=== block 1 ===
### config.mk
export PLATFORM = sky130hd
export DESIGN_NAME = data_mem_port
export DESIGN_NICKNAME = d
export VERILOG_FILES = /design/src/rtl/data_mem_port.sv
export SDC_FILE = /design/constraint.sdc
export NUM_CORES = 1
export LEC_CHECK = 0
export CORE_MARGIN = 5
export CORE_UTILIZATION = 40
export DETAILED_ROUTE_END_ITERATION = 6
export HOLD_SLACK_MARGIN = 0.06
export PLACE_DENSITY = 0.75
export SYNTH_ARGS = -nofsm -noshare
export SYNTH_HDL_FRONTEND = slang
export SYNTH_SLANG_ARGS = --single-unit
### constraint.sdc
create_clock -name clk -period 4.55 [get_ports clk]
set_input_delay 0.91 -clock clk [delete_from_list [all_inputs] [get_ports clk]]
set_output_delay 0.91 -clock clk [all_outputs]
set_load 0.05 [all_outputs]
### src/rtl/data_mem_port.sv
// data_mem_port: load/store initiator for a byte-addressed 32-bit memory, with read-modify-write for SB/SH.
// Optional tohost write watch enabled by defining DATA_MEM_PORT_TOHOST_WATCH_EN.
module data_mem_port #(
    parameter logic [31:0] MEM_BASE = 32'h80000000,
    parameter int MEM_SIZE = 16384
`ifdef DATA_MEM_PORT_TOHOST_WATCH_EN
    ,
    parameter logic [31:0] TOHOST_ADDR = 32'h80001000
`endif
) (
    input  logic        clk,
    input  logic        reset,
    input  logic        req_valid,
    output logic        req_ready,
    input  logic        req_is_store,
    input  logic [2:0]  req_funct3,
    input  logic [31:0] req_addr,
    input  logic [31:0] req_wdata,
    output logic        resp_valid,
    output logic [31:0] resp_rdata,
    output logic        resp_err,
    output logic [31:0] mem_addr,
    input  logic [31:0] mem_rdata,
    output logic        mem_we,
    output logic [31:0] mem_waddr,
`ifdef DATA_MEM_PORT_TOHOST_WATCH_EN
    output logic        tohost_written,
    output logic [31:0] tohost_value,
`endif
    output logic [31:0] mem_wdata
);
    typedef enum logic [2:0] {IDLE, LOAD, READ, WRITE, RESP} state_t;
    state_t r_state, w_next;
    logic [2:0]  r_funct3;
    logic [15:0] r_wdata;
    logic [31:0] r_mem_addr, r_mem_waddr, r_mem_wdata, r_rdata;
    logic        r_err;
    logic [32:0] w_hi;
    logic        w_bad_code, w_fault;
    logic [31:0] w_load, w_merge;

    assign w_hi = {1'b0, MEM_BASE} + 33'(MEM_SIZE) - 33'd4;
    assign w_bad_code = req_is_store ? (req_funct3 > 3'd2) : (req_funct3 == 3'b011 || req_funct3[2:1] == 2'b11);
    assign w_fault = w_bad_code || ({1'b0, req_addr} < {1'b0, MEM_BASE}) || ({1'b0, req_addr} > w_hi);
    // funct3[2] selects zero extension, [1] word, [0] halfword
    assign w_load = r_funct3[1] ? mem_rdata :
                    r_funct3[0] ? {{16{~r_funct3[2] & mem_rdata[15]}}, mem_rdata[15:0]} :
                                  {{24{~r_funct3[2] & mem_rdata[7]}}, mem_rdata[7:0]};
    assign w_merge = r_funct3[0] ? {mem_rdata[31:16], r_wdata} : {mem_rdata[31:8], r_wdata[7:0]};

    always_ff @(posedge clk) begin
        if (reset) r_state <= IDLE;
        else       r_state <= w_next;
    end

    always_comb begin
        w_next = r_state;
        case (r_state)
            IDLE:    if (req_valid) w_next = w_fault ? RESP : !req_is_store ? LOAD : (req_funct3 == 3'b010) ? WRITE : READ;
            LOAD:    w_next = RESP;
            READ:    w_next = WRITE;
            WRITE:   w_next = RESP;
            default: w_next = IDLE;
        endcase
    end

    always_ff @(posedge clk) begin
        if (reset) begin
            r_funct3    <= '0;
            r_wdata     <= '0;
            r_mem_addr  <= MEM_BASE;
            r_mem_waddr <= MEM_BASE;
            r_mem_wdata <= '0;
            r_rdata     <= '0;
            r_err       <= 1'b0;
        end else begin
            case (r_state)
                IDLE: if (req_valid) begin
                    r_funct3 <= req_funct3;
                    r_wdata  <= req_wdata[15:0];
                    if (w_fault) begin
                        r_err   <= 1'b1;
                        r_rdata <= '0;
                    end else if (req_is_store && req_funct3 == 3'b010) begin
                        r_mem_waddr <= req_addr;
                        r_mem_wdata <= req_wdata;
                    end else begin
                        r_mem_addr <= req_addr;
                    end
                end
                LOAD: begin
                    r_rdata <= w_load;
                    r_err   <= 1'b0;
                end
                READ: begin
                    r_mem_waddr <= r_mem_addr;
                    r_mem_wdata <= w_merge;
                end
                WRITE: begin
                    r_rdata <= '0;
                    r_err   <= 1'b0;
                end
                default: ;
            endcase
        end
    end

    assign req_ready  = (r_state == IDLE);
    assign resp_valid = (r_state == RESP);
    assign mem_we     = (r_state == WRITE);
    assign resp_rdata = r_rdata;
    assign resp_err   = r_err;
    assign mem_addr   = r_mem_addr;
    assign mem_waddr  = r_mem_waddr;
    assign mem_wdata  = r_mem_wdata;

`ifdef DATA_MEM_PORT_TOHOST_WATCH_EN
    logic        r_th_written;
    logic [31:0] r_th_value;
    logic        w_th_hit;

    assign w_th_hit = mem_we && (r_mem_waddr == TOHOST_ADDR);

    always_ff @(posedge clk) begin
        if (reset) begin
            r_th_written <= 1'b0;
            r_th_value   <= '0;
        end else begin
            r_th_written <= w_th_hit;
            if (w_th_hit) r_th_value <= r_mem_wdata;
        end
    end

    assign tohost_written = r_th_written;
    assign tohost_value   = r_th_value;
`endif
endmodule

=== block 2 ===
--- config.mk ---
export PLATFORM = sky130hd
export DESIGN_NAME = lut_digit_mac
export DESIGN_NICKNAME = d
export VERILOG_FILES = /design/src/rtl/lut_digit_mac.sv
export SDC_FILE = /design/constraint.sdc
export NUM_CORES = 1
export LEC_CHECK = 0
export CAP_MARGIN = 20
export CORE_ASPECT_RATIO = 0.5
export CORE_MARGIN = 3
export CORE_UTILIZATION = 45
export CTS_BUF_LIST = sky130_fd_sc_hd__clkbuf_16
export CTS_CLUSTER_DIAMETER = 40
export DETAILED_ROUTE_END_ITERATION = 10
export HOLD_SLACK_MARGIN = 0.02
export PLACE_DENSITY = 0.58
export SYNTH_ARGS = -nofsm -noshare
export SYNTH_HDL_FRONTEND = slang
export SYNTH_SLANG_ARGS = --single-unit
--- constraint.sdc ---
create_clock -name clk -period 12.9 [get_ports clk]
set_input_delay 2.58 -clock clk [delete_from_list [all_inputs] [get_ports clk]]
set_output_delay 2.58 -clock clk [all_outputs]
set_load 0.01 [all_outputs]
--- src/rtl/lut_digit_mac.sv ---
// Sequential signed multiplier: builds a table of 0..8 multiples of A, then
// shift-accumulates one signed radix-16 digit of B per accepted beat, LSD first.
//
// state  | meaning
// IDLE   | waiting for start; last product and err held
// BUILD  | filling lut[2..8] with one add per cycle
// ACCUM  | accepting digits, accumulating signed shifted multiples
// DONE   | product presented until the consumer accepts it
module lut_digit_mac #(
  parameter int WIDTH_A    = 8,
  parameter int NUM_DIGITS = 2
) (
  input  logic                                 clk,
  input  logic                                 rst_n,
  input  logic                                 start,
  input  logic [WIDTH_A-1:0]                   a_in,
  output logic                                 busy,
  input  logic                                 digit_valid,
  input  logic [3:0]                           digit_mag,
  input  logic                                 digit_sign,
  output logic                                 digit_ready,
  output logic                                 out_valid,
  input  logic                                 out_ready,
  output logic signed [WIDTH_A+4*NUM_DIGITS-1:0] product,
  output logic                                 err
);

  localparam int LW = WIDTH_A + 4;
  localparam int PW = WIDTH_A + 4 * NUM_DIGITS;
  localparam int IW = (NUM_DIGITS > 1) ? $clog2(NUM_DIGITS) : 1;

  localparam logic [1:0] S_IDLE  = 2'd0;
  localparam logic [1:0] S_BUILD = 2'd1;
  localparam logic [1:0] S_ACCUM = 2'd2;
  localparam logic [1:0] S_DONE  = 2'd3;

  logic [1:0]               state_q, state_d;
  logic signed [WIDTH_A-1:0] a_q, a_d;
  logic signed [LW-1:0]     lut_q [0:8];
  logic signed [LW-1:0]     lut_d [0:8];
  logic [3:0]               k_q, k_d;
  logic [IW-1:0]            idx_q, idx_d;
  logic signed [PW-1:0]     acc_q, acc_d;
  logic signed [PW-1:0]     product_q, product_d;
  logic                     err_q, err_d;

  logic                     mag_ok;
  logic signed [LW-1:0]     term;
  logic signed [PW-1:0]     acc_sum;

  always_comb begin
    state_d   = state_q;
    a_d       = a_q;
    lut_d     = lut_q;
    k_d       = k_q;
    idx_d     = idx_q;
    acc_d     = acc_q;
    product_d = product_q;
    err_d     = err_q;

    // Illegal magnitudes contribute nothing; negating zero keeps it zero.
    mag_ok = (digit_mag <= 4'd8);
    term   = '0;
    if (mag_ok) term = lut_q[digit_mag];
    if (digit_sign) term = -term;
    acc_sum = acc_q + (PW'(term) << {idx_q, 2'b00});

    case (state_q)
      S_IDLE: begin
        if (start) begin
          a_d      = signed'(a_in);
          lut_d    = '{default: '0};
          lut_d[1] = LW'(signed'(a_in));
          k_d      = 4'd2;
          idx_d    = '0;
          acc_d    = '0;
          err_d    = 1'b0;
          state_d  = S_BUILD;
        end
      end
      S_BUILD: begin
        lut_d[k_q] = lut_q[k_q - 4'd1] + LW'(a_q);
        if (k_q == 4'd8) state_d = S_ACCUM;
        else             k_d     = k_q + 4'd1;
      end
      S_ACCUM: begin
        if (digit_valid) begin
          acc_d = acc_sum;
          if (!mag_ok) err_d = 1'b1;
          if (idx_q == IW'(NUM_DIGITS - 1)) begin
            product_d = acc_sum;
            state_d   = S_DONE;
          end else begin
            idx_d = idx_q + 1'b1;
          end
        end
      end
      default: begin
        if (out_ready) state_d = S_IDLE;
      end
    endcase
  end

  always_ff @(posedge clk) begin
    if (!rst_n) begin
      state_q   <= S_IDLE;
      a_q       <= '0;
      lut_q     <= '{default: '0};
      k_q       <= '0;
      idx_q     <= '0;
      acc_q     <= '0;
      product_q <= '0;
      err_q     <= 1'b0;
    end else begin
      state_q   <= state_d;
      a_q       <= a_d;
      lut_q     <= lut_d;
      k_q       <= k_d;
      idx_q     <= idx_d;
      acc_q     <= acc_d;
      product_q <= product_d;
      err_q     <= err_d;
    end
  end

  assign busy        = (state_q != S_IDLE);
  assign digit_ready = (state_q == S_ACCUM);
  assign out_valid   = (state_q == S_DONE);
  assign product     = product_q;
  assign err         = err_q;

endmodule

==> layout pictures side by side <==
M1 wires.
Supply wires on this layer in gray.
shot_01.png
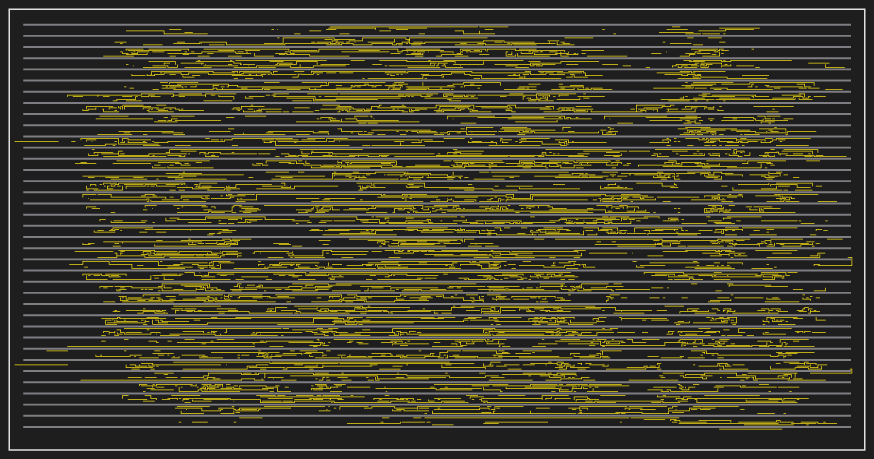
shot_02.png
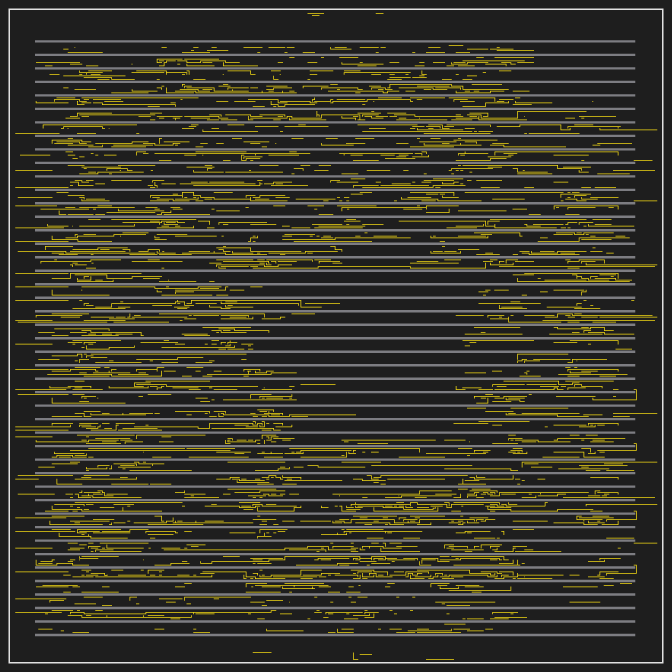
shot_02.png -> block 1
shot_01.png -> block 2

Key to shot_01.png:
longest straight run: 63.5 um
nets with wire on the layer: 1046
wire length on this layer: 13100 um
main direction: horizontal
share of all routed wire: 46%

block_1/placement.png
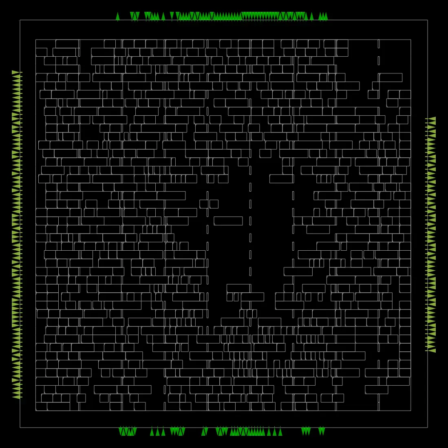
layout sequential cell count: 151
Fillers: 1175
final cell utilization of the core: 61.8%
number of standard cells in the final layout excluding fillers: 974

==> GITHUB_STEP_SUMMARY, block 1 <==
## PnR job results

| Metric | Value |
|---|---|
| Max Freq | ~270 MHz |
| Net Switching | around 0.66 mW |
| Number of standard cells reported by yosys | about 560 |
| Unique masters post-synth | 36 |
| Highest layer used for signal routing | met4 |
| Clk root buf | sky130_fd_sc_hd__clkbuf_16 |
| Drt pass-1 iters | 4 |
| Number of clock buffers in the layout | 21 |
| Number of vias in the routed layout | 5163 |
| Via density per instance | approximately 5.3 |
| R2r startpoint | r_state[0]$_SDFFE_PP0P_ |
| Gates resized, CTS repair | 0 |
| Post-place instance area | between 0.008 and 0.009 sq mm |
| Clock-pin slew of the registers on the worst-case setup and hold paths | approximately 0.060 ns |
| Clock group power | ~1.4 mW |
| Footprint of the multi-input gates | about 0.0027 sq mm |
| Outcome | complete, no violations |
| Number of enable flip-flop cells | 0 |
| Placement Setup Slack | approximately 0.48 ns |
| Slew Viols, Final | 0 |
| Worst Hold End | r_wdata[9]$_SDFFE_PP0P_ |
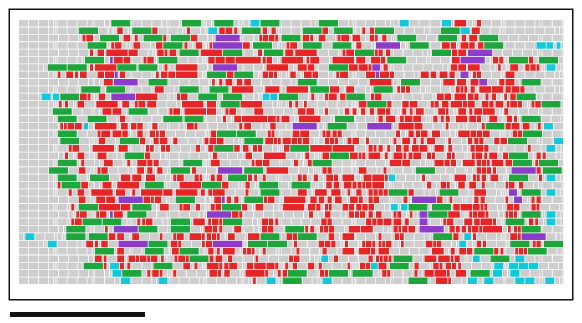
block_2/placement_by_type.png
The bar under the picture is 50 um long. Fill, decap, tap and diode cells in gray.
legend:
  remaining buffers and delay cells:
    color: cyan
    cells: 49
  combinational and other logic:
    color: red
    cells: 821
  sequential cells:
    color: green
    cells: 156
  clock drivers and dummy loads:
    color: purple
    cells: 32
Final Instance Area: 0.0102 sq mm
FP Rows: 36
final cell utilization of the core: 51.9%

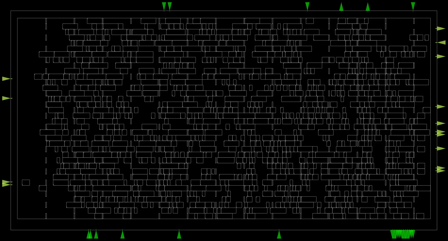
block_2/placement.png
sequential fraction of total cell area: 30.5%
layout sequential cell count: 156

==> GITHUB_STEP_SUMMARY, block 2 <==
## PnR job results

| Metric | Value |
|---|---|
| Number of vias in the routed layout | between 8000 and 9000 |
| Clock group power | approximately 0.52 mW |
| All-Layer GR Usage | a little over a quarter |
| Multi-Input Combinational | between 700 and 800 |
| Post-CTS Repair Setup Buffers | 0 |
| Number of global-route vias before repair | 7679 |
| Worst Hold Depth | 2 |
| Placeable core region | 0.0197 sq mm |
| Minimum hold slack | between 0.4 and 0.5 ns |
| Post-layout minimum cycle time | between 7 and 8 ns |
| Most frequent cell after synthesis | sky130_fd_sc_hd__dfxtp_1 |
| Critical path peak fanout | 14 |
| Buffers excl. clock | between 40 and 50 |
| Quantity of I/O buffers inserted on ports | 37 |
| WL per Instance | 21.5 um |
| Buffering overhead | under 10% |
| Share of total power in the clock network | 32.7% |
| Final setup viols | 0 |
| Power group with the largest share | registers |
| Maximum number of pins on one net before global-route repair | 85 |
| Insertion delay of the later-clocked pin in the worst-skew pair | 0.44 ns |
| Reg power frac | 33.7% |
| Fillers | ~1800 |
| Endpoint type of the worst setup path | register |
| Horizontal die dimension | between 200 and 250 um |
| Outcome | complete, no violations |
| Most common cell after layout, fill and taps aside | sky130_fd_sc_hd__dfxtp_1 |
| TritonCTS clock tree | built |
| Number of standard cells reported by yosys | 1051 |
| CP Class | in -> reg |
| Power per standard cell area | 156 mW/mm^2 |
| Number of antenna violations at the first check in global routing | 0 |
| Met2 track utilization from global routing | between 40% and 50% |
| Area share of fa/ha/maj cells after synthesis | 5.76% |
| Slew Viols, Final | 0 |
| Cell type group with the largest total delay on the critical path | AND-OR/OR-AND gates |
| Synthesis warning total | 0 |
| Leading cell types in the layout, fill and taps excluded | sky130_fd_sc_hd__dfxtp_1 (155), sky130_fd_sc_hd__nor2_1 (112), sky130_fd_sc_hd__nand2_1 (89), sky130_fd_sc_hd__a22oi_1 (87), sky130_fd_sc_hd__a21oi_1 (64) |


==> screenshots <==
Routed metal, one color a layer.
(a)
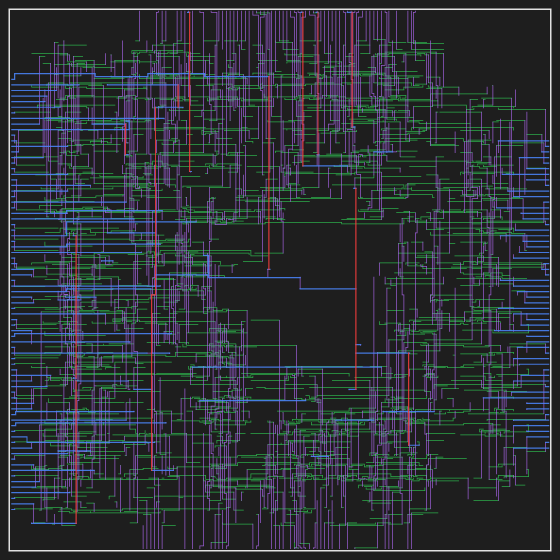
(b)
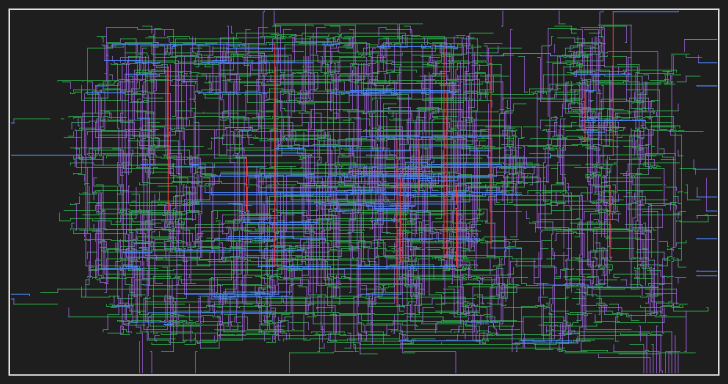
The one with the most wire is (b).
block 1 -> (a)
block 2 -> (b)

Key to (b):
legend:
  metal 3:
    color: blue
    wire_length: 2320 um
  metal 2:
    color: purple
    wire_length: 12500 um
  metal 4:
    color: red
    wire_length: 630 um
  metal 1:
    color: green
    wire_length: 13100 um

Power is estimated from default activity; no workload was simulated.
